# block 1

Fig. 1: block 1, cell classes on the final placement
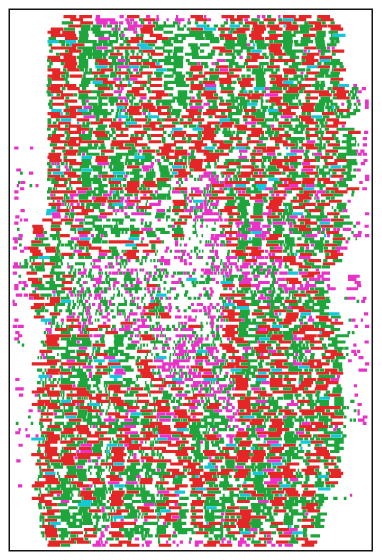

--- src/rtl/regfile_pkg.sv ---
// Shared types and helpers for the dual-write MIPS register file.
// Optional write-first forwarding is enabled by REGFILE_BYPASS_EN.
package regfile_pkg;

   typedef enum logic {
      INIT  = 1'b0,
      READY = 1'b1
   } state_e;

   localparam int unsigned REG_ZERO       = 0;
   localparam int unsigned MAX_DATA_WIDTH = 128;
   localparam int unsigned MAX_BE_WIDTH   = MAX_DATA_WIDTH / 8;

   // Replace each byte of old_data whose active-low enable is 0 with the byte from data.
   function automatic logic [MAX_DATA_WIDTH-1:0] merge_bytes(
      input logic [MAX_DATA_WIDTH-1:0] old_data,
      input logic [MAX_DATA_WIDTH-1:0] data,
      input logic [MAX_BE_WIDTH-1:0]   be_n
   );
      logic [MAX_DATA_WIDTH-1:0] res;
      res = old_data;
      for (int i = 0; i < int'(MAX_BE_WIDTH); i++) begin
         if (!be_n[i]) res[i*8 +: 8] = data[i*8 +: 8];
      end
      return res;
   endfunction

endpackage

--- src/rtl/regfile_scoreboard.sv ---
// Per-register busy bits: set on issue, cleared by any enabled write.
// With REGFILE_BYPASS_EN, lookups also see same-cycle clears.
module regfile_scoreboard
   import regfile_pkg::*;
#(
   parameter int unsigned ADDR_WIDTH = 5
) (
   input  logic                  clk,
   input  logic                  rst_n,
   input  logic                  i_en,
   input  logic                  i_set_valid,
   input  logic [ADDR_WIDTH-1:0] i_set_addr,
   input  logic                  i_clr_a_valid,
   input  logic [ADDR_WIDTH-1:0] i_clr_a_addr,
   input  logic                  i_clr_b_valid,
   input  logic [ADDR_WIDTH-1:0] i_clr_b_addr,
   input  logic [ADDR_WIDTH-1:0] i_rs_addr,
   input  logic [ADDR_WIDTH-1:0] i_rt_addr,
   output logic                  o_rs_busy,
   output logic                  o_rt_busy
);

   localparam int unsigned DEPTH = 2**ADDR_WIDTH;

   logic [DEPTH-1:0] r_busy;
   logic [DEPTH-1:0] w_busy_nxt;
   logic [DEPTH-1:0] w_set_vec;
   logic [DEPTH-1:0] w_clr_vec;

   // Set has priority over clear on the same register.
   always_comb begin
      w_set_vec = '0;
      w_clr_vec = '0;
      if (i_en && i_set_valid && (i_set_addr != ADDR_WIDTH'(REG_ZERO)))
         w_set_vec[i_set_addr] = 1'b1;
      if (i_clr_a_valid) w_clr_vec[i_clr_a_addr] = 1'b1;
      if (i_clr_b_valid) w_clr_vec[i_clr_b_addr] = 1'b1;
      w_busy_nxt = (r_busy & ~w_clr_vec) | w_set_vec;
   end

   always_ff @(posedge clk or negedge rst_n) begin
      if (!rst_n) r_busy <= '0;
      else        r_busy <= w_busy_nxt;
   end

`ifdef REGFILE_BYPASS_EN
   assign o_rs_busy = r_busy[i_rs_addr] & ~(w_clr_vec[i_rs_addr] & ~w_set_vec[i_rs_addr]);
   assign o_rt_busy = r_busy[i_rt_addr] & ~(w_clr_vec[i_rt_addr] & ~w_set_vec[i_rt_addr]);
`else
   assign o_rs_busy = r_busy[i_rs_addr];
   assign o_rt_busy = r_busy[i_rt_addr];
`endif

endmodule

--- src/rtl/regfile_mips_2w2r.sv ---
// 2-read / 2-byte-masked-write register file with post-reset clear sweep and busy scoreboard.
// Define REGFILE_BYPASS_EN for write-first forwarding on the read ports.
module regfile_mips_2w2r
   import regfile_pkg::*;
#(
   parameter int unsigned DATA_WIDTH = 32,
   parameter int unsigned ADDR_WIDTH = 5,
   parameter int unsigned BE_WIDTH   = DATA_WIDTH / 8
) (
   input  logic                  clk,
   input  logic                  rst_n,
   input  logic [ADDR_WIDTH-1:0] Rs_addr,
   input  logic [ADDR_WIDTH-1:0] Rt_addr,
   output logic [DATA_WIDTH-1:0] Rs_out,
   output logic [DATA_WIDTH-1:0] Rt_out,
   input  logic [ADDR_WIDTH-1:0] Wa_addr,
   input  logic [DATA_WIDTH-1:0] Wa_in,
   input  logic [BE_WIDTH-1:0]   Wa_Byte_w_en,
   input  logic [ADDR_WIDTH-1:0] Wb_addr,
   input  logic [DATA_WIDTH-1:0] Wb_in,
   input  logic [BE_WIDTH-1:0]   Wb_Byte_w_en,
   input  logic                  Iss_valid,
   input  logic [ADDR_WIDTH-1:0] Iss_addr,
   output logic                  Rs_busy,
   output logic                  Rt_busy,
   output logic                  ready
);

   localparam int unsigned DEPTH = 2**ADDR_WIDTH;
   localparam logic [ADDR_WIDTH-1:0] LAST_ADDR = ADDR_WIDTH'(DEPTH - 1);
   localparam logic [ADDR_WIDTH-1:0] ZERO_ADDR = ADDR_WIDTH'(REG_ZERO);

   state_e                  r_state;
   state_e                  w_state_nxt;
   logic [ADDR_WIDTH-1:0]   r_init_cnt;
   logic [ADDR_WIDTH-1:0]   w_init_cnt_nxt;
   logic [DATA_WIDTH-1:0]   r_mem [DEPTH];

   logic                    w_ready;
   logic                    w_wa_en;
   logic                    w_wb_en;
   logic                    w_same_addr;
   logic [DATA_WIDTH-1:0]   w_merge_a;
   logic [DATA_WIDTH-1:0]   w_merge_b;
   logic [DATA_WIDTH-1:0]   w_merge_ab;
   logic [DATA_WIDTH-1:0]   w_rs_data;
   logic [DATA_WIDTH-1:0]   w_rt_data;
   logic                    w_rs_busy;
   logic                    w_rt_busy;

   always_ff @(posedge clk or negedge rst_n) begin
      if (!rst_n) begin
         r_state    <= INIT;
         r_init_cnt <= '0;
      end else begin
         r_state    <= w_state_nxt;
         r_init_cnt <= w_init_cnt_nxt;
      end
   end

   // Clear sweep walks every address once, then parks in READY until reset.
   always_comb begin
      w_state_nxt    = r_state;
      w_init_cnt_nxt = r_init_cnt;
      case (r_state)
         INIT: begin
            w_init_cnt_nxt = ADDR_WIDTH'(r_init_cnt + 1'b1);
            if (r_init_cnt == LAST_ADDR) begin
               w_state_nxt    = READY;
               w_init_cnt_nxt = '0;
            end
         end
         READY:   w_state_nxt = READY;
         default: w_state_nxt = INIT;
      endcase
   end

   assign w_ready     = (r_state == READY);
   assign ready       = w_ready;
   assign w_wa_en     = w_ready && (Wa_addr != ZERO_ADDR) && (Wa_Byte_w_en != '1);
   assign w_wb_en     = w_ready && (Wb_addr != ZERO_ADDR) && (Wb_Byte_w_en != '1);
   assign w_same_addr = w_wa_en && w_wb_en && (Wa_addr == Wb_addr);

   assign w_merge_a  = DATA_WIDTH'(merge_bytes(MAX_DATA_WIDTH'(r_mem[Wa_addr]),
                                               MAX_DATA_WIDTH'(Wa_in),
                                               MAX_BE_WIDTH'(Wa_Byte_w_en)));
   assign w_merge_b  = DATA_WIDTH'(merge_bytes(MAX_DATA_WIDTH'(r_mem[Wb_addr]),
                                               MAX_DATA_WIDTH'(Wb_in),
                                               MAX_BE_WIDTH'(Wb_Byte_w_en)));
   assign w_merge_ab = DATA_WIDTH'(merge_bytes(MAX_DATA_WIDTH'(w_merge_a),
                                               MAX_DATA_WIDTH'(Wb_in),
                                               MAX_BE_WIDTH'(Wb_Byte_w_en)));

   // Storage is cleared by the sweep, not by reset; on a shared address B is layered over A.
   always_ff @(posedge clk) begin
      if (!w_ready) begin
         r_mem[r_init_cnt] <= '0;
      end else begin
         if (w_wa_en && !w_same_addr) r_mem[Wa_addr] <= w_merge_a;
         if (w_wb_en)                 r_mem[Wb_addr] <= w_same_addr ? w_merge_ab : w_merge_b;
      end
   end

   always_comb begin
      w_rs_data = r_mem[Rs_addr];
      w_rt_data = r_mem[Rt_addr];
`ifdef REGFILE_BYPASS_EN
      if (w_wa_en && (Wa_addr == Rs_addr))
         w_rs_data = DATA_WIDTH'(merge_bytes(MAX_DATA_WIDTH'(w_rs_data), MAX_DATA_WIDTH'(Wa_in),
                                             MAX_BE_WIDTH'(Wa_Byte_w_en)));
      if (w_wb_en && (Wb_addr == Rs_addr))
         w_rs_data = DATA_WIDTH'(merge_bytes(MAX_DATA_WIDTH'(w_rs_data), MAX_DATA_WIDTH'(Wb_in),
                                             MAX_BE_WIDTH'(Wb_Byte_w_en)));
      if (w_wa_en && (Wa_addr == Rt_addr))
         w_rt_data = DATA_WIDTH'(merge_bytes(MAX_DATA_WIDTH'(w_rt_data), MAX_DATA_WIDTH'(Wa_in),
                                             MAX_BE_WIDTH'(Wa_Byte_w_en)));
      if (w_wb_en && (Wb_addr == Rt_addr))
         w_rt_data = DATA_WIDTH'(merge_bytes(MAX_DATA_WIDTH'(w_rt_data), MAX_DATA_WIDTH'(Wb_in),
                                             MAX_BE_WIDTH'(Wb_Byte_w_en)));
`endif
   end

   assign Rs_out = w_ready ? w_rs_data : '0;
   assign Rt_out = w_ready ? w_rt_data : '0;

   regfile_scoreboard #(
      .ADDR_WIDTH (ADDR_WIDTH)
   ) u_scoreboard (
      .clk           (clk),
      .rst_n         (rst_n),
      .i_en          (w_ready),
      .i_set_valid   (Iss_valid),
      .i_set_addr    (Iss_addr),
      .i_clr_a_valid (w_wa_en),
      .i_clr_a_addr  (Wa_addr),
      .i_clr_b_valid (w_wb_en),
      .i_clr_b_addr  (Wb_addr),
      .i_rs_addr     (Rs_addr),
      .i_rt_addr     (Rt_addr),
      .o_rs_busy     (w_rs_busy),
      .o_rt_busy     (w_rt_busy)
   );

   assign Rs_busy = w_ready & w_rs_busy;
   assign Rt_busy = w_ready & w_rt_busy;

endmodule

--- config.mk ---
export PLATFORM = sky130hd
export DESIGN_NAME = regfile_mips_2w2r
export DESIGN_NICKNAME = d
export VERILOG_FILES = /design/src/rtl/regfile_pkg.sv /design/src/rtl/regfile_scoreboard.sv /design/src/rtl/regfile_mips_2w2r.sv
export SDC_FILE = /design/constraint.sdc
export NUM_CORES = 2
export LEC_CHECK = 0
export CAP_MARGIN = 30
export CORE_ASPECT_RATIO = 1.5
export CORE_MARGIN = 2
export CORE_UTILIZATION = 50
export DETAILED_ROUTE_END_ITERATION = 8
export HOLD_SLACK_MARGIN = 0.03
export PLACE_DENSITY = 0.7
export SETUP_SLACK_MARGIN = 0.5
export SLEW_MARGIN = 20
export SYNTH_ARGS = -nofsm -noshare
export SYNTH_HDL_FRONTEND = slang
export SYNTH_SLANG_ARGS = --single-unit
--- constraint.sdc ---
create_clock -name clk -period 4.6 [get_ports clk]
set_input_delay 0.92 -clock clk [delete_from_list [all_inputs] [get_ports clk]]
set_output_delay 0.92 -clock clk [all_outputs]
set_load 0.02 [all_outputs]
# block 2

## config.mk

```make
export PLATFORM = sky130hd
export DESIGN_NAME = parking_occupancy_ctrl
export DESIGN_NICKNAME = d
export VERILOG_FILES = /design/src/rtl/parking_pkg.sv /design/src/rtl/parking_gate_seq.sv /design/src/rtl/parking_occupancy_ctrl.sv
export SDC_FILE = /design/constraint.sdc
export NUM_CORES = 1
export LEC_CHECK = 0
export ABC_AREA = 1
export CORE_MARGIN = 5
export CORE_UTILIZATION = 55
export DETAILED_ROUTE_END_ITERATION = 7
export PLACE_DENSITY = 0.8
export SLEW_MARGIN = 0
export SYNTH_ARGS = -nofsm -noshare
export SYNTH_HDL_FRONTEND = slang
export SYNTH_HIERARCHICAL = 1
export SYNTH_SLANG_ARGS = --single-unit
```

## constraint.sdc

```tcl
create_clock -name clk -period 1.95 [get_ports clk]
set_clock_uncertainty 0.2 [all_clocks]
set_input_delay 0.2925 -clock clk [delete_from_list [all_inputs] [get_ports clk]]
set_output_delay 0.2925 -clock clk [all_outputs]
set_load 0.02 [all_outputs]
```

## src/rtl/parking_pkg.sv

```systemverilog
// Shared types and default constants for the car-park occupancy controller.
package parking_pkg;

  typedef enum logic [1:0] {
    G_CLOSED  = 2'd0,
    G_OPEN    = 2'd1,
    G_CLOSING = 2'd2
  } gate_state_t;

  localparam int DEF_CAPACITY     = 16;
  localparam int DEF_HOLD_CYCLES  = 32;
  localparam int DEF_CLOSE_CYCLES = 8;

  // Timer width able to hold the largest terminal value (max - 1) of either phase.
  function automatic int timer_width(input int hold_cycles, input int close_cycles);
    int m;
    m = (hold_cycles > close_cycles) ? hold_cycles : close_cycles;
    return (m < 2) ? 1 : $clog2(m);
  endfunction

endpackage

```

## src/rtl/parking_gate_seq.sv

```systemverilog
// One barrier gate sequencer: CLOSED -> OPEN (on req & allow) -> CLOSING -> CLOSED.
// The gate closes on the pass pulse or after HOLD_CYCLES open cycles, then needs
// CLOSE_CYCLES cycles before it can be granted again. gate and ack are registered.
module parking_gate_seq
  import parking_pkg::*;
#(
  parameter int HOLD_CYCLES  = DEF_HOLD_CYCLES,
  parameter int CLOSE_CYCLES = DEF_CLOSE_CYCLES
) (
  input  logic clk,
  input  logic rst,
  input  logic req,
  input  logic allow,
  input  logic pass,
  output logic gate,
  output logic ack
);

  localparam int TW = timer_width(HOLD_CYCLES, CLOSE_CYCLES);
  localparam logic [TW-1:0] HOLD_LAST  = TW'(HOLD_CYCLES - 1);
  localparam logic [TW-1:0] CLOSE_LAST = TW'(CLOSE_CYCLES - 1);

  gate_state_t     state, state_nxt;
  logic [TW-1:0]   timer, timer_nxt;
  logic            ack_nxt;

  // Next-state, timer and grant-pulse decode.
  always_comb begin
    // NOTE: every output of this block gets a default first so no path leaves it unassigned (no latch).
    state_nxt = state;
    timer_nxt = timer;
    ack_nxt   = 1'b0;
    case (state)
      G_CLOSED: begin
        if (req && allow) begin
          state_nxt = G_OPEN;
          timer_nxt = '0;
          ack_nxt   = 1'b1;
        end
      end
      G_OPEN: begin
        // A pass coinciding with the timeout is simply one close event.
        if (pass || (timer == HOLD_LAST)) begin
          state_nxt = G_CLOSING;
          timer_nxt = '0;
        end else begin
          timer_nxt = timer + TW'(1);
        end
      end
      G_CLOSING: begin
        if (timer == CLOSE_LAST) begin
          state_nxt = G_CLOSED;
          timer_nxt = '0;
        end else begin
          timer_nxt = timer + TW'(1);
        end
      end
      default: begin
        state_nxt = G_CLOSED;
        timer_nxt = '0;
      end
    endcase
  end

  // State, timer and registered gate/ack outputs; reset drops the gate at once.
  always_ff @(posedge clk or negedge rst) begin
    if (!rst) begin
      state <= G_CLOSED;
      timer <= '0;
      gate  <= 1'b0;
      ack   <= 1'b0;
    end else begin
      // NOTE: sequential state uses non-blocking assignments so all registers update together.
      state <= state_nxt;
      timer <= timer_nxt;
      gate  <= (state_nxt == G_OPEN);
      ack   <= ack_nxt;
    end
  end

endmodule

```

## src/rtl/parking_occupancy_ctrl.sv

```systemverilog
// Car-park occupancy controller: saturating car count from the sensor pass
// pulses, full/empty flags, under/overflow error and two gate sequencers.
// Build option: define PARK_STICKY_ERR_EN to make err sticky until err_clr.
module parking_occupancy_ctrl
  import parking_pkg::*;
#(
  parameter int CAPACITY     = DEF_CAPACITY,
  parameter int CNT_W        = $clog2(CAPACITY + 1),
  parameter int HOLD_CYCLES  = DEF_HOLD_CYCLES,
  parameter int CLOSE_CYCLES = DEF_CLOSE_CYCLES
) (
  input  logic             clk,
  input  logic             rst,
  input  logic             incr,
  input  logic             decr,
  input  logic             entry_req,
  input  logic             exit_req,
  input  logic             err_clr,
  output logic [CNT_W-1:0] count,
  output logic             full,
  output logic             empty,
  output logic             entry_gate,
  output logic             exit_gate,
  output logic             entry_ack,
  output logic             exit_ack,
  output logic             err
);

  localparam logic [CNT_W-1:0] CAP_VAL = CNT_W'(CAPACITY);

  logic [CNT_W-1:0] count_nxt;
  logic             err_evt;

  // Saturating count update; an impossible step holds the count and flags an error.
  always_comb begin
    count_nxt = count;
    err_evt   = 1'b0;
    case ({incr, decr})
      2'b10: begin
        if (count == CAP_VAL) err_evt   = 1'b1;
        else                  count_nxt = count + CNT_W'(1);
      end
      2'b01: begin
        if (count == '0) err_evt   = 1'b1;
        else             count_nxt = count - CNT_W'(1);
      end
      default: ;
    endcase
  end

  // Registered count and flags, derived from the next count so they stay aligned.
  always_ff @(posedge clk or negedge rst) begin
    if (!rst) begin
      count <= '0;
      full  <= 1'b0;
      empty <= 1'b1;
    end else begin
      count <= count_nxt;
      full  <= (count_nxt == CAP_VAL);
      empty <= (count_nxt == '0);
    end
  end

`ifdef PARK_STICKY_ERR_EN
  // Sticky error: a new error in the same cycle as err_clr wins.
  always_ff @(posedge clk or negedge rst) begin
    if (!rst) err <= 1'b0;
    else      err <= err_evt | (err & ~err_clr);
  end
`else
  logic unused_err_clr;
  assign unused_err_clr = err_clr;

  // One-cycle error pulse registered with the offending event.
  always_ff @(posedge clk or negedge rst) begin
    if (!rst) err <= 1'b0;
    else      err <= err_evt;
  end
`endif

  parking_gate_seq #(
    .HOLD_CYCLES (HOLD_CYCLES),
    .CLOSE_CYCLES(CLOSE_CYCLES)
  ) u_entry_gate (
    .clk  (clk),
    .rst  (rst),
    .req  (entry_req),
    .allow(~full),
    .pass (incr),
    .gate (entry_gate),
    .ack  (entry_ack)
  );

  parking_gate_seq #(
    .HOLD_CYCLES (HOLD_CYCLES),
    .CLOSE_CYCLES(CLOSE_CYCLES)
  ) u_exit_gate (
    .clk  (clk),
    .rst  (rst),
    .req  (exit_req),
    .allow(~empty),
    .pass (decr),
    .gate (exit_gate),
    .ack  (exit_ack)
  );

endmodule

```

# block 3

[src/rtl/uart_pkg.sv]
// Shared constants and types for the 8N1 UART byte receiver.
package uart_pkg;

    // Frame format: 8 data bits, 16x oversampling, majority of three mid-bit samples
    localparam int         DATA_BITS  = 8;
    localparam int         OVERSAMPLE = 16;
    localparam logic [3:0] SAMPLE_T0  = 4'd6;
    localparam logic [3:0] SAMPLE_T1  = 4'd7;
    localparam logic [3:0] SAMPLE_T2  = 4'd8;

    // Oversample divisors for a 50 MHz clock; tick period is divisor+1 clocks
    localparam logic [15:0] OS_DR_9600   = 16'd324;
    localparam logic [15:0] OS_DR_19200  = 16'd162;
    localparam logic [15:0] OS_DR_38400  = 16'd80;
    localparam logic [15:0] OS_DR_57600  = 16'd53;
    localparam logic [15:0] OS_DR_115200 = 16'd26;

    typedef enum logic [1:0] {
        IDLE  = 2'd0,
        START = 2'd1,
        DATA  = 2'd2,
        STOP  = 2'd3
    } rx_state_e;

    // Rate select to oversample divisor; unused codes fall back to 9600
    function automatic logic [15:0] os_divisor(input logic [2:0] baud_set);
        case (baud_set)
            3'd0:    return OS_DR_9600;
            3'd1:    return OS_DR_19200;
            3'd2:    return OS_DR_38400;
            3'd3:    return OS_DR_57600;
            3'd4:    return OS_DR_115200;
            default: return OS_DR_9600;
        endcase
    endfunction

    // Two-out-of-three vote over the mid-bit samples
    function automatic logic majority3(input logic [2:0] s);
        return (s[0] & s[1]) | (s[0] & s[2]) | (s[1] & s[2]);
    endfunction

endpackage

[src/rtl/uart_rx_tick_gen.sv]
// Oversample tick generator: one-cycle tick every divisor+1 clocks while enabled.
module uart_rx_tick_gen
    import uart_pkg::*;
(
    input  logic        clk,
    input  logic        rst,
    input  logic        enable,
    input  logic [15:0] divisor,
    output logic        tick
);

    logic [15:0] cnt_q;
    logic [15:0] cnt_d;

    // Count 0..divisor, hold at zero while disabled so a new frame starts phase-aligned
    always_comb begin
        cnt_d = cnt_q;
        tick  = 1'b0;
        if (!enable) begin
            cnt_d = 16'd0;
        end else if (cnt_q == divisor) begin
            cnt_d = 16'd0;
            tick  = 1'b1;
        end else begin
            cnt_d = cnt_q + 16'd1;
        end
    end

    // Counter register
    always_ff @(posedge clk or negedge rst) begin
        if (!rst) cnt_q <= 16'd0;
        else      cnt_q <= cnt_d;
    end

endmodule

[src/rtl/uart_byte_rx.sv]
// UART 8N1 byte receiver: synchronizer, start-edge detect, 3-sample majority voter,
// LSB-first shift register and framing check.
module uart_byte_rx
    import uart_pkg::*;
#(
    parameter int CLK_HZ = 50_000_000
) (
    input  logic       clk,
    input  logic       rst,
    input  logic       rs232_rx,
    input  logic [2:0] baud_set,
    output logic [7:0] data_byte,
    output logic       rx_done,
    output logic       frame_err,
    output logic       uart_state
);

    // The divisor table in uart_pkg is precomputed for a 50 MHz clock; CLK_HZ only documents that.
    if (CLK_HZ != 50_000_000) begin : g_nonstandard_clk
    end

    logic        rx_meta_q, rx_meta_d;
    logic        rx_s_q, rx_s_d;
    logic        rx_prev_q, rx_prev_d;
    rx_state_e   state_q, state_d;
    logic [15:0] os_dr_q, os_dr_d;
    logic        tick_dly_q, tick_dly_d;
    logic [3:0]  tick_cnt_q, tick_cnt_d;
    logic [2:0]  bit_cnt_q, bit_cnt_d;
    logic [2:0]  samp_q, samp_d;
    logic        dec_q, dec_d;
    logic [7:0]  shift_q, shift_d;
    logic [7:0]  data_byte_q, data_byte_d;
    logic        rx_done_q, rx_done_d;
    logic        frame_err_q, frame_err_d;
    logic        uart_state_q, uart_state_d;

    logic tick;
    logic tick_en;
    logic fall;
    logic bit_val;
    logic slot_end;

    assign tick_en  = (state_q != IDLE);
    assign fall     = rx_prev_q & ~rx_s_q;
    assign bit_val  = majority3(samp_q);
    // tick_cnt has already advanced when the delayed tick is seen, so 0 means the 16th tick
    assign slot_end = tick_dly_q && (tick_cnt_q == 4'd0);

    uart_rx_tick_gen u_tick_gen (
        .clk     (clk),
        .rst     (rst),
        .enable  (tick_en),
        .divisor (os_dr_q),
        .tick    (tick)
    );

    // Next-state logic: synchronizer shift, tick/sample bookkeeping and the receive FSM
    always_comb begin
        rx_meta_d   = rs232_rx;
        rx_s_d      = rx_meta_q;
        rx_prev_d   = rx_s_q;
        state_d     = state_q;
        os_dr_d     = os_dr_q;
        tick_dly_d  = tick;
        tick_cnt_d  = tick_cnt_q;
        bit_cnt_d   = bit_cnt_q;
        samp_d      = samp_q;
        dec_d       = 1'b0;
        shift_d     = shift_q;
        data_byte_d = data_byte_q;
        rx_done_d   = 1'b0;
        frame_err_d = 1'b0;

        if (state_q != IDLE) begin
            if (tick) begin
                tick_cnt_d = (tick_cnt_q == 4'(OVERSAMPLE - 1)) ? 4'd0 : tick_cnt_q + 4'd1;
            end
            if (tick_dly_q) begin
                if (tick_cnt_q == SAMPLE_T0) samp_d[0] = rx_s_q;
                if (tick_cnt_q == SAMPLE_T1) samp_d[1] = rx_s_q;
                if (tick_cnt_q == SAMPLE_T2) begin
                    samp_d[2] = rx_s_q;
                    dec_d     = 1'b1;
                end
            end
        end

        case (state_q)
            IDLE: begin
                if (fall) begin
                    os_dr_d    = os_divisor(baud_set);
                    tick_cnt_d = 4'd0;
                    bit_cnt_d  = 3'd0;
                    state_d    = START;
                end
            end
            START: begin
                if (dec_q && bit_val) begin
                    state_d = IDLE;
                end else if (slot_end) begin
                    state_d = DATA;
                end
            end
            DATA: begin
                if (dec_q) begin
                    shift_d = {bit_val, shift_q[7:1]};
                end
                if (slot_end) begin
                    if (bit_cnt_q == 3'(DATA_BITS - 1)) state_d = STOP;
                    else                                 bit_cnt_d = bit_cnt_q + 3'd1;
                end
            end
            STOP: begin
                if (dec_q) begin
                    if (bit_val) begin
                        data_byte_d = shift_q;
                        rx_done_d   = 1'b1;
                    end else begin
                        frame_err_d = 1'b1;
                    end
                    state_d = IDLE;
                end
            end
            default: state_d = IDLE;
        endcase

        uart_state_d = (state_d != IDLE);
    end

    // State and datapath registers; the serial-line flops idle high
    always_ff @(posedge clk or negedge rst) begin
        if (!rst) begin
            rx_meta_q    <= 1'b1;
            rx_s_q       <= 1'b1;
            rx_prev_q    <= 1'b1;
            state_q      <= IDLE;
            os_dr_q      <= 16'd0;
            tick_dly_q   <= 1'b0;
            tick_cnt_q   <= 4'd0;
            bit_cnt_q    <= 3'd0;
            samp_q       <= 3'd0;
            dec_q        <= 1'b0;
            shift_q      <= 8'h00;
            data_byte_q  <= 8'h00;
            rx_done_q    <= 1'b0;
            frame_err_q  <= 1'b0;
            uart_state_q <= 1'b0;
        end else begin
            rx_meta_q    <= rx_meta_d;
            rx_s_q       <= rx_s_d;
            rx_prev_q    <= rx_prev_d;
            state_q      <= state_d;
            os_dr_q      <= os_dr_d;
            tick_dly_q   <= tick_dly_d;
            tick_cnt_q   <= tick_cnt_d;
            bit_cnt_q    <= bit_cnt_d;
            samp_q       <= samp_d;
            dec_q        <= dec_d;
            shift_q      <= shift_d;
            data_byte_q  <= data_byte_d;
            rx_done_q    <= rx_done_d;
            frame_err_q  <= frame_err_d;
            uart_state_q <= uart_state_d;
        end
    end

    assign data_byte  = data_byte_q;
    assign rx_done    = rx_done_q;
    assign frame_err  = frame_err_q;
    assign uart_state = uart_state_q;

endmodule

[config.mk]
export PLATFORM = sky130hd
export DESIGN_NAME = uart_byte_rx
export DESIGN_NICKNAME = d
export VERILOG_FILES = /design/src/rtl/uart_pkg.sv /design/src/rtl/uart_rx_tick_gen.sv /design/src/rtl/uart_byte_rx.sv
export SDC_FILE = /design/constraint.sdc
export NUM_CORES = 1
export LEC_CHECK = 0
export CAP_MARGIN = 20
export CORE_AREA = 2 2 76 78
export DETAILED_ROUTE_END_ITERATION = 8
export DIE_AREA = 0 0 78 80
export PLACE_DENSITY = 0.74
export SYNTH_ARGS = -nofsm -noshare
export SYNTH_HDL_FRONTEND = slang
export SYNTH_SLANG_ARGS = --single-unit
[constraint.sdc]
create_clock -name clk -period 1.75 [get_ports clk]
set_input_delay 0.525 -clock clk [delete_from_list [all_inputs] [get_ports clk]]
set_output_delay 0.525 -clock clk [all_outputs]
set_load 0.02 [all_outputs]
# block 4

### src/rtl/lfsr_pkg.sv
// lfsr_pkg: shared FSM type and XNOR LFSR helper functions for the noise generator
package lfsr_pkg;
  typedef enum logic {WARM, RUN} fsm_e;
  // Returns {next_state, fb}; state and mask are zero-extended to 64 bits, w is the live width
  function automatic logic [64:0] lfsr_step(input logic [63:0] s, input logic [63:0] mask, input int unsigned w);
    logic [63:0] m;
    logic fb;
    m = (w >= 64) ? '1 : (64'd1 << w) - 64'd1;
    fb = ~^(s & mask);
    return {((s << 1) | 64'(fb)) & m, fb};
  endfunction
  function automatic int unsigned popcount(input logic [63:0] v);
    int unsigned c;
    c = 0;
    for (int i = 0; i < 64; i++) c += 32'(v[i]);
    return c;
  endfunction
endpackage

### src/rtl/lfsr_leap.sv
// lfsr_leap: combinational OUT_BITS-deep unrolled XNOR LFSR stepper
module lfsr_leap import lfsr_pkg::*; #(
  parameter int WIDTH = 15,
  parameter logic [WIDTH-1:0] TAP_MASK = WIDTH'(15'h6000),
  parameter int OUT_BITS = 2
) (
  input  logic [WIDTH-1:0]    state,
  output logic [WIDTH-1:0]    next,
  output logic [OUT_BITS-1:0] bits
);
  logic [63:0] s;
  logic [64:0] r;
  always_comb begin
    s = 64'(state);
    r = '0;
    bits = '0;
    for (int k = 0; k < OUT_BITS; k++) begin
      r = lfsr_step(s, 64'(TAP_MASK), WIDTH);
      bits[k] = r[0];
      s = r[64:1];
    end
    next = s[WIDTH-1:0];
  end
endmodule

### src/rtl/lfsr_noise_gen.sv
// lfsr_noise_gen: leap-forward XNOR LFSR noise source with seed load, warm-up discard
// and lock-up recovery; dout_sum is a binomial sample of the OUT_BITS fresh bits.
module lfsr_noise_gen import lfsr_pkg::*; #(
  parameter int WIDTH = 15,
  parameter logic [WIDTH-1:0] TAP_MASK = WIDTH'(15'h6000),
  parameter logic [WIDTH-1:0] INIT = WIDTH'(1),
  parameter int OUT_BITS = 2,
  parameter int WARMUP = 16,
  parameter int SUM_W = $clog2(OUT_BITS + 1)
) (
  input  logic                clk,
  input  logic                rst_n,
  input  logic                en,
  input  logic                seed_valid,
  input  logic [WIDTH-1:0]    seed,
  output logic                seed_ready,
  output logic [OUT_BITS-1:0] dout,
  output logic [SUM_W-1:0]    dout_sum,
  output logic                out_valid,
  output logic [WIDTH-1:0]    state_q,
  output logic                lock_err
);
  localparam int WCW = (WARMUP > 1) ? $clog2(WARMUP) : 1;
  localparam fsm_e FSM0 = (WARMUP == 0) ? RUN : WARM;
  fsm_e fsm;
  logic [WCW-1:0] wcnt;
  logic [WIDTH-1:0] nxt;
  logic [OUT_BITS-1:0] bits;
  logic load, seed_bad, locked;
  assign load = seed_valid && seed_ready;
  assign seed_bad = &seed;
  assign locked = &state_q;
  lfsr_leap #(.WIDTH(WIDTH), .TAP_MASK(TAP_MASK), .OUT_BITS(OUT_BITS)) u_leap (
    .state(state_q),
    .next (nxt),
    .bits (bits)
  );
  // All-ones is the XNOR lock-up state: a bad seed or an upset both fall back to INIT
  always_ff @(posedge clk or negedge rst_n) begin
    if (!rst_n) begin
      state_q <= INIT;
      dout <= '0;
      dout_sum <= '0;
      out_valid <= 1'b0;
      lock_err <= 1'b0;
      seed_ready <= 1'b1;
      fsm <= FSM0;
      wcnt <= '0;
    end else begin
      seed_ready <= !load;
      if (load) begin
        state_q <= seed_bad ? INIT : seed;
        lock_err <= seed_bad;
        dout <= '0;
        dout_sum <= '0;
        out_valid <= 1'b0;
        wcnt <= '0;
        fsm <= FSM0;
      end else if (locked) begin
        state_q <= INIT;
        lock_err <= 1'b1;
        out_valid <= 1'b0;
        wcnt <= '0;
        fsm <= FSM0;
      end else begin
        lock_err <= 1'b0;
        out_valid <= en && (fsm == RUN);
        if (en) begin
          state_q <= nxt;
          dout <= bits;
          dout_sum <= SUM_W'(popcount(64'(bits)));
          if (fsm == WARM) begin
            wcnt <= wcnt + 1'b1;
            if (wcnt == WCW'(WARMUP - 1)) fsm <= RUN;
          end
        end
      end
    end
  end
endmodule

### config.mk
export PLATFORM = sky130hd
export DESIGN_NAME = lfsr_noise_gen
export DESIGN_NICKNAME = d
export VERILOG_FILES = /design/src/rtl/lfsr_pkg.sv /design/src/rtl/lfsr_leap.sv /design/src/rtl/lfsr_noise_gen.sv
export SDC_FILE = /design/constraint.sdc
export NUM_CORES = 1
export LEC_CHECK = 0
export CORE_MARGIN = 5
export CORE_UTILIZATION = 50
export DETAILED_ROUTE_END_ITERATION = 10
export GPL_ROUTABILITY_DRIVEN = 0
export PLACE_DENSITY = 0.84
export REMOVE_ABC_BUFFERS = 1
export SETUP_SLACK_MARGIN = 0.3
export SYNTH_ARGS = -nofsm -noshare
export SYNTH_HDL_FRONTEND = slang
export SYNTH_SLANG_ARGS = --single-unit
### constraint.sdc
create_clock -name clk -period 2.7 [get_ports clk]
set_input_delay 0.54 -clock clk [delete_from_list [all_inputs] [get_ports clk]]
set_output_delay 0.54 -clock clk [all_outputs]
set_load 0.05 [all_outputs]

==> layout pictures side by side <==
Wire density map.
panel A
The bar under the picture is 20 µm long. 12 x 12 tiles, from dark blue (low) to red (high), scaled to the fullest tile. Values are wire area over tile area, all layers added.
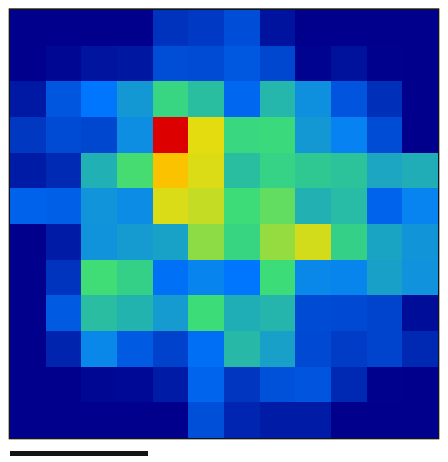
panel B
The bar under the picture is 20 µm long. 16 x 16 tiles, from dark blue (low) to red (high), scaled to the fullest tile. Values are wire area over tile area, all layers added.
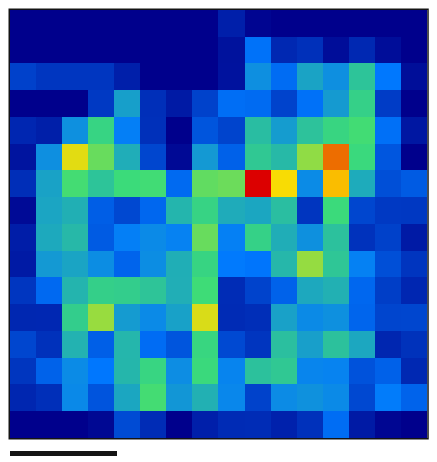
panel C
The bar under the picture is 20 µm long. 13 x 13 tiles, from dark blue (low) to red (high), scaled to the fullest tile. Values are wire area over tile area, all layers added.
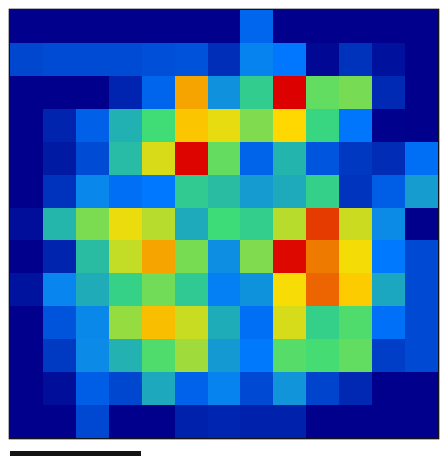
panel D
The bar under the picture is 100 µm long. 16 x 23 tiles, from dark blue (low) to red (high), scaled to the fullest tile. Values are wire area over tile area, all layers added.
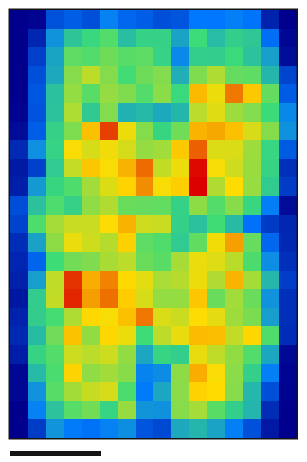
- largest die: panel D
panel C -> block 2
panel A -> block 4
panel D -> block 1
panel B -> block 3

Key to panel C:
fullest tile: 0.38
nearly empty tiles: 23%
tiles over half the peak: 24%
mean over tiles: 0.11

Fig. 2: block 4, register map, names as in the netlist
The bar under the picture is 20 µm long. Other sequential cells in the stronger grey, the rest of the logic in the fainter grey.
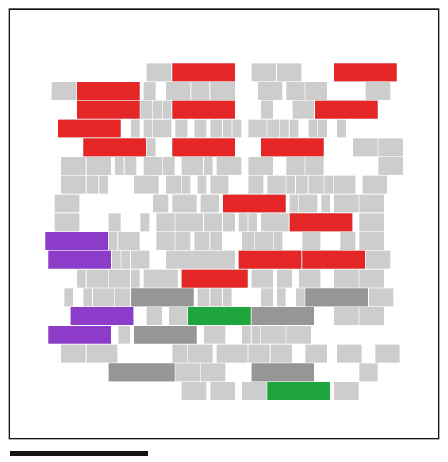
legend:
  state_q:
    colour: red
    placed_flops: 15
  wcnt:
    colour: purple
    placed_flops: 4
  dout_sum:
    colour: green
    placed_flops: 2

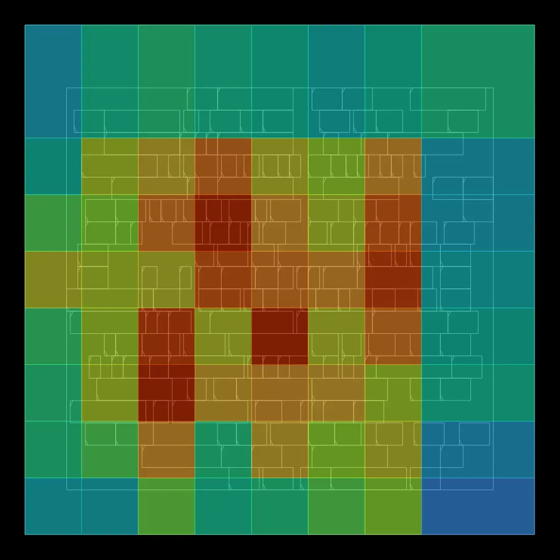
Fig. 3. Congestion heat map (block 4).
fin util: 70.8%
met2 global-route usage: 32.2%

==> ci_impl_report.md, block 4 <==
### Flow metrics

| Metric | Value |
|---|---|
| Ratio of cells with drive above 1 in the final layout | `under 10%` |
| AND/OR/NAND/NOR Cells, Area Fraction | `15.7%` |
| Peak supply drop | `0.447 mV` |
| Slew HR | `60.8%` |
| WL met3 | `268 µm` |
| Yosys top cell area share | `46.2%` |
| Crit Path Max Fanout | `4` |
| Async SR Flop Fraction | `100%` |
| Nets@finish | `a little under 200` |
| EDFF count, synth | `0` |
| Post-synth top area cell | `dfrtp_1` |
| Routed length per instance | `~17 µm` |
| CP startpoint kind | `flip-flop` |
| Die span in x | `62.1 µm` |
| Cell area after synthesis | `1360 µm²` |
| # DRC | `0` |
| Slowest-stage cell, CP | `clkdlybuf4s50_1` |
| GRT busiest layer | `met2` |
| Number of global-route vias before repair | `1184` |
| Type of the tightest min-delay check | `flip-flop to flip-flop` |
| Max reg flops | `15` |
| Largest Register | `state_q` |
| Largest registers | `state_q: 15 flops, wcnt: 4 flops` |
| Yosys top cell by instances | `dfrtp_1` |
| Met1 Track Usage GR | `between 20% and 30%` |
| Detail Route met2 WL | `1.76 mm` |
| Top Layout Cells | `clkdlybuf4s50_1, dfrtp_1, nand2_1` |
| Ys flop type | `dfrtp_1` |
| Via count | `~1.2k` |
| Worst EP arrival | `1.72 ns` |
| Status | `finished, final reports clean` |
| CTS Sinks | `27` |
| Dpl cell area | `1780 µm²` |
| DRT iter0 DRCs | `71` |
| CTS root buf | `clkbuf_4` |
| Initial antenna violation count | `0` |
| Total Routing Usage GR | `19.9%` |
| Placed cell count | `slightly above 200` |
| CP Cell Sequence | `clkdlybuf4s50_1` |
| Row Count | `18` |
## block 4: path summary, 6_finish.rpt
| check | cells past startpoint | from | slack [ns] | endpoint |
|---|---|---|---|---|
| worst max-delay path | 1 | state_q[0] | 0.44 | state_q[0] |
| worst min-delay path | 1 | dout[0] | 0.51 | dout[0] |
| worst max register to register | 4 | seed_ready | 0.88 | state_q[5] |
| worst min register to register | 1 | dout[0] | 0.51 | dout[0] |
| max in group asynchronous | 2 | rst_n | 1.84 | seed_ready |
| min in group asynchronous | 2 | rst_n | 0.56 | dout[1] |
## block 4: where the power goes
part | switching (mW) | leakage, nW | internal (mW)
Clock | 0.118 | 0.0177 | 0.0556
Combinational | 0.308 | 0.472 | 0.178
Sequential | 0.0550 | 0.333 | 0.466
Total | 0.480 | 0.822 | 0.699
## block 4: layout make-up
type                            count  area (µm²)  area share [%]
Clock buffer                        3        22.5            1.25
Clock inverter                      1        5.00           0.278
Inverter                           14        52.6            2.91
Multi-Input combinational cell     88         584            32.4
Sequential cell                    27         678            37.6
Tap cell                           30        37.5            2.08
Timing Repair Buffer               43         423            23.5
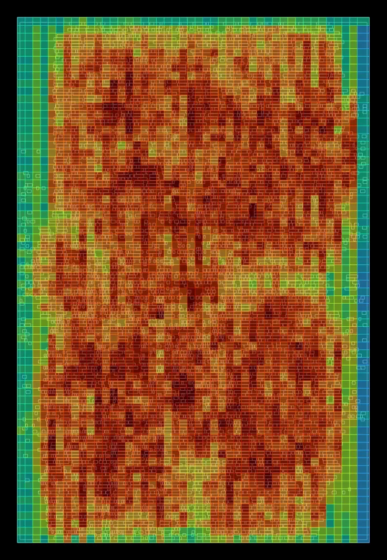
Fig. 4. Congestion heat map (block 1).
met1 Track Usage GR: 52.0%
fin util: 60.0%

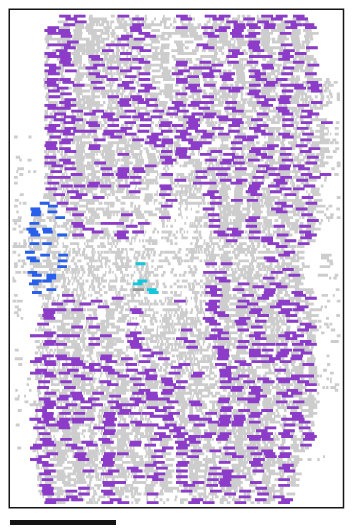
Fig. 5. Register map, names as in the netlist (block 1).
The bar under the picture is 100 µm long. Other sequential cells in the stronger grey, the rest of the logic in the fainter grey.
legend:
  r_mem:
    colour: purple
    placed_flops: 1024
    where: spread over the die
  r_init_cnt:
    colour: cyan
    placed_flops: 5
    where: centre
  u_scoreboard.r_busy:
    colour: blue
    placed_flops: 32
    where: west

About Fig. 1:
legend:
  clock drivers and dummy loads:
    colour: cyan
    cells: 188
    share_of_their_area: 4.0%
  flops:
    colour: red
    cells: 1062
    share_of_their_area: 38%
  other buffers and delay cells:
    colour: magenta
    cells: 953
    share_of_their_area: 13%
  combinational and other logic:
    colour: green
    cells: 3684
    share_of_their_area: 45%

==> ci_impl_report.md, block 1 <==
### Flow metrics

| Metric | Value |
|---|---|
| Status | `finished, final reports clean` |
| Yosys top cell area share | `42.6%` |
| EDFF count, synth | `1024` |
| Top Layout Cells | `edfxtp_1, mux2i_1, mux4_2` |
| Max Cap Viol | `0` |
| Tap cell count | `1892` |
| Log Warnings | `31` |
| Largest registers | `r_mem: 1024 flops, u_scoreboard.r_busy: 32 flops, r_init_cnt: 5 flops` |
| Mi-comb count | `approximately 3.7k` |
| # Cells Yosys | `5308` |
| Post-synth regs | `1062` |
| Largest Register | `r_mem` |
| Global-route wire length before repair | `between 400 and 500 mm` |
| Worst EP arrival | `3.22 ns` |
| Comb pwr share | `between 20% and 30%` |
block 1: stage by stage:
| step | util (%) | setup slack [ns] |
|---|---|---|
| 2_1_floorplan | - | 0.601 |
| 3_3_place_gp | 56.3 | 0.0402 |
| 3_5_place_dp | 56.4 | 0.0540 |
| 4_1_cts | 59.7 | 0.379 |
| 5_1_grt | 60.0 | 0.425 |
| 6_report | 60.0 | 0.457 |
block 1: worst max-delay path: stages:
cell,delay (ns)
buf_16,0.12
buf_16,0.15
buf_4,0.16
buf_12,0.18
mux4_2,0.56
mux4_2,0.47
mux2i_1,0.21
nor2b_1,0.09
dlygate4sd2_1,0.33
block 1: power groups by stage:
stage | clock (mW) | combinational, mW | sequential [mW]
2_1_floorplan | 0 | 3.30 | 11.4
3_5_place_dp | 0 | 5.29 | 11.5
5_1_grt | 9.20 | 5.87 | 11.3
3_3_place_gp | 0 | 5.20 | 11.5
4_1_cts | 8.84 | 5.46 | 11.3
6_report | 8.89 | 5.68 | 11.3
block 1: metal layers:
layer  vias to the layer above  share of wire [%]  global-route usage, %
li1                      22600                  -                      -
met4                         8                 10                   34.5
met2                      5909                 44                   64.4
met3                      1747                 14                   14.2
met5                         -              0.043                  0.527
met1                     29600                 31                   52.0
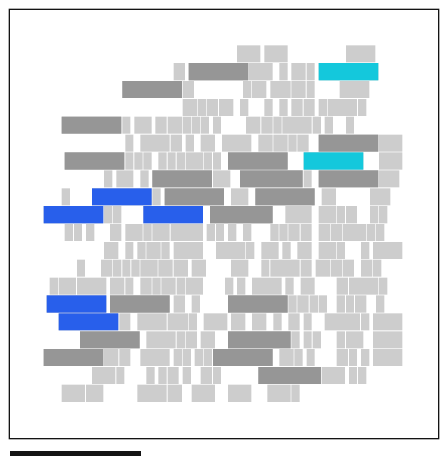
Fig. 6. Register map, names as in the netlist (block 2).
The bar under the picture is 20 µm long. Other sequential cells in the stronger grey, the rest of the logic in the fainter grey.
legend:
  u_exit_gate/state:
    colour: cyan
    placed_flops: 2
  u_entry_gate/timer:
    colour: blue
    placed_flops: 5
    where: west
not coloured: 19

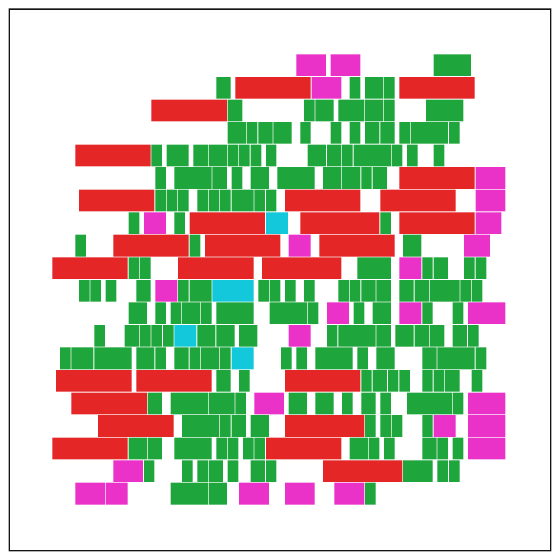
Fig. 7. Cell classes on the final placement (block 2).
legend:
  clock drivers and dummy loads:
    colour: cyan
    cells: 4
    share_of_their_area: 1.9%
  other buffers and delay cells:
    colour: magenta
    cells: 26
    share_of_their_area: 13%
  combinational and other logic:
    colour: green
    cells: 190
    share_of_their_area: 52%
  flops:
    colour: red
    cells: 26
    share_of_their_area: 34%

==> ci_impl_report.md, block 2 <==
### Flow metrics

| Metric | Value |
|---|---|
| Status | `finished, final reports clean` |
| WL met3 | `~93 µm` |
| Max Clk Rate | `554 MHz` |
| Ratio of cells with drive above 1 in the final layout | `around 20%` |
| Hold_buf cts | `0` |
| Seq share, synth | `39.0%` |
| EDFF count, synth | `0` |
| Congestion Overflow GR | `0` |
| Final hold slack | `0.116 ns` |
| Row Count | `20` |
| CP Cell Sequence | `clkdlybuf4s50_1` |
| CP Capture Type | `output pin` |
| Mux contribution to synthesized area | `0%` |
| Yosys cell types | `19` |
| Setup WS post-layout | `0.146 ns` |
| Met1 Track Usage GR | `18.8%` |
| Int Pwr | `1.30 mW` |
| Top routing layer used | `met4` |
| FF-to-FF End | `u_exit_gate/gate` |
| Top area cell types | `dfrtp_1, ha_1, nand2_1` |
| CTS max path bufs | `2` |
| CTS buffer count | `3` |
| Worst-margin pin slew | `0.319 ns` |
| Flop pwr share | `35.4%` |
[block 2: through the flow]
stage / utilization, % / cells
after floorplan: - / 217
after global routing: 67.0 / 279
after global placement: 64.7 / 273
after detailed placement: 64.7 / 273
after CTS: 65.9 / 277
final: 67.0 / 279
[block 2: power groups by stage]
stage | Combinational (mW) | Sequential (mW) | Clock, mW
5_1_grt | 1.37 | 0.841 | 0.299
2_1_floorplan | 0.761 | 0.893 | 0
3_5_place_dp | 1.20 | 0.826 | 0
6_report | 1.22 | 0.815 | 0.270
3_3_place_gp | 1.17 | 0.821 | 0
4_1_cts | 1.19 | 0.815 | 0.279
[block 2: area by class of cell]
| type | count | area share, % |
|---|---|---|
| Inverter | 35 | 6.58 |
| Sequential cell | 26 | 32.9 |
| Timing Repair Buffer | 26 | 12.3 |
| Multi-Input combinational cell | 155 | 44.4 |
| Clock buffer | 4 | 1.82 |
| Tap cell | 33 | 2.07 |
[block 2: state kept, by name, summed over array words and instances, names as in the netlist, 2 cells and up]
register	flops
u_exit_gate/timer	5
count	5
u_entry_gate/timer	5
u_exit_gate/state	2
u_entry_gate/state	2
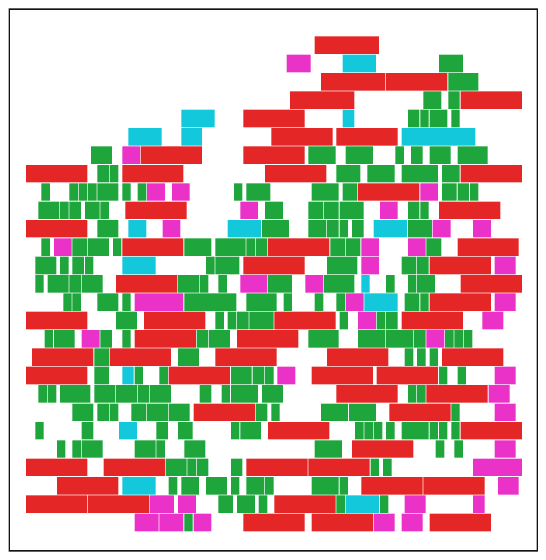
Fig. 8. Cell classes on the final placement (block 3).
legend:
  combinational and other logic:
    colour: green
    cells: 197
    share_of_their_area: 38%
  other buffers and delay cells:
    colour: magenta
    cells: 40
    share_of_their_area: 11%
  clock drivers and dummy loads:
    colour: cyan
    cells: 16
    share_of_their_area: 5.8%
  flops:
    colour: red
    cells: 61
    share_of_their_area: 46%

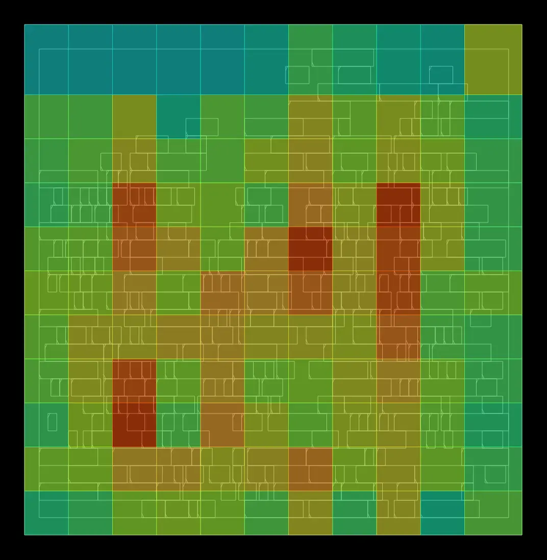
Fig. 9. Congestion heat map (block 3).
met3 usage: 5.20%
routed length per instance: 12.8 µm

==> ci_impl_report.md, block 3 <==
### Flow metrics

| Metric | Value |
|---|---|
| Status | `complete, but fails checks` |
| Violated checks | `setup timing` |
| Top area cell types | `dfrtp_1, nand2_1, xnor2_1` |
| Final Setup Violations | `2` |
| Log Warnings | `31` |
| Post-synthesis instance total | `264` |
| Post-synth top cells | `dfrtp_1, nand2_1, nor2_1` |
| Worst EP arrival | `roughly 2 ns` |
| Final Wtd Congestion | `0.768` |
| Post-route setup TNS | `-0.0192 ns` |
| Seq pwr | `1.80 mW` |
| Core ar. | `5410 µm²` |
| Setup WS post-layout | `-0.0117 ns` |
| XOR/XNOR Area Share | `under 10%` |
| CTS buffer count | `9` |
| Yosys stat area | `between 2000 and 3000 µm²` |
| Logic area | `around 1200 µm²` |
## block 3: critical path, stage by stage, from the launching register on
cell and delay [ns]:
dfrtp_1 0.38, or4_4 0.53, and4bb_1 0.25, and4b_1 0.20, buf_6 0.14, nand2_4 0.04, mux2i_1 0.11
## block 3: per-layer routing
metal | part of all wire, % | up-vias | routed length, µm | track usage (%)
li1 | - | 990 | - | -
met1 | 47 | 918 | 2320 | 22.5
met2 | 48 | 22 | 2390 | 29.3
met3 | 3.1 | 9 | 152 | 5.20
met4 | 1.9 | 0 | 93 | 7.89
met5 | 0 | - | 0 | 0
## block 3: cell type report
class | count | share of cell area, %
Tap cell | 72 | 2.64
Sequential cell | 61 | 44.9
Multi-Input combinational cell | 187 | 35.5
Clock inverter | 6 | 1.87
Inverter | 10 | 1.10
Timing Repair Buffer | 40 | 10.3
Clock buffer | 10 | 3.74
## block 3: state kept, by name, indices dropped and copies added (netlist names)
register / cells
bit_cnt_q: 3
data_byte: 8
dec_q: 1
frame_err: 1
os_dr_q: 9
rx_done: 1
rx_meta_q: 1
rx_prev_d: 1
rx_prev_q: 1
samp_q: 3
shift_q: 8
state_q: 2
tick_cnt_q: 4
tick_dly_q: 1
u_tick_gen.cnt_q: 16
uart_state: 1


==> gallery <==
Metal layers overlaid.
shot_01.png
The bar under the picture is 20 µm long.
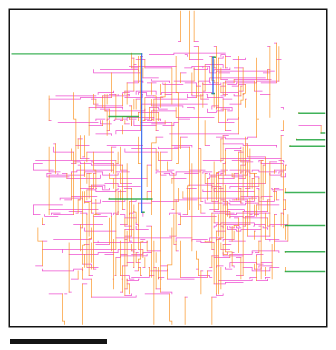
shot_02.png
The bar under the picture is 20 µm long.
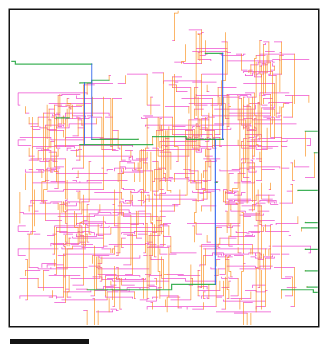
shot_03.png
The bar under the picture is 100 µm long.
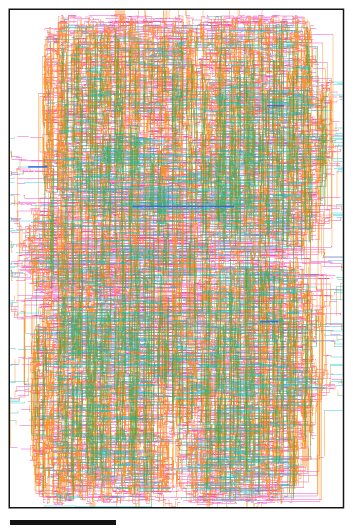
shot_04.png
The bar under the picture is 20 µm long.
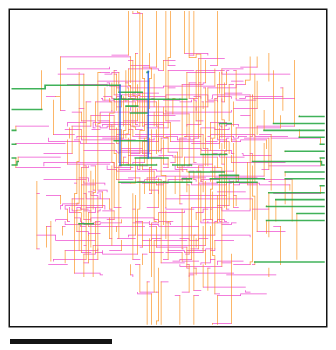
| from | picture |
|---|---|
| block 1 | shot_03.png |
| block 2 | shot_01.png |
| block 3 | shot_02.png |
| block 4 | shot_04.png |
- largest die: shot_03.png
- least wire: shot_01.png

Key to shot_04.png:
legend:
  metal 4:
    colour: blue
    wire_length: 32.6 µm
  metal 3:
    colour: green
    wire_length: 269 µm
  metal 2:
    colour: orange
    wire_length: 1760 µm
  metal 1:
    colour: magenta
    wire_length: 1440 µm

Power is estimated from default activity; no workload was simulated.
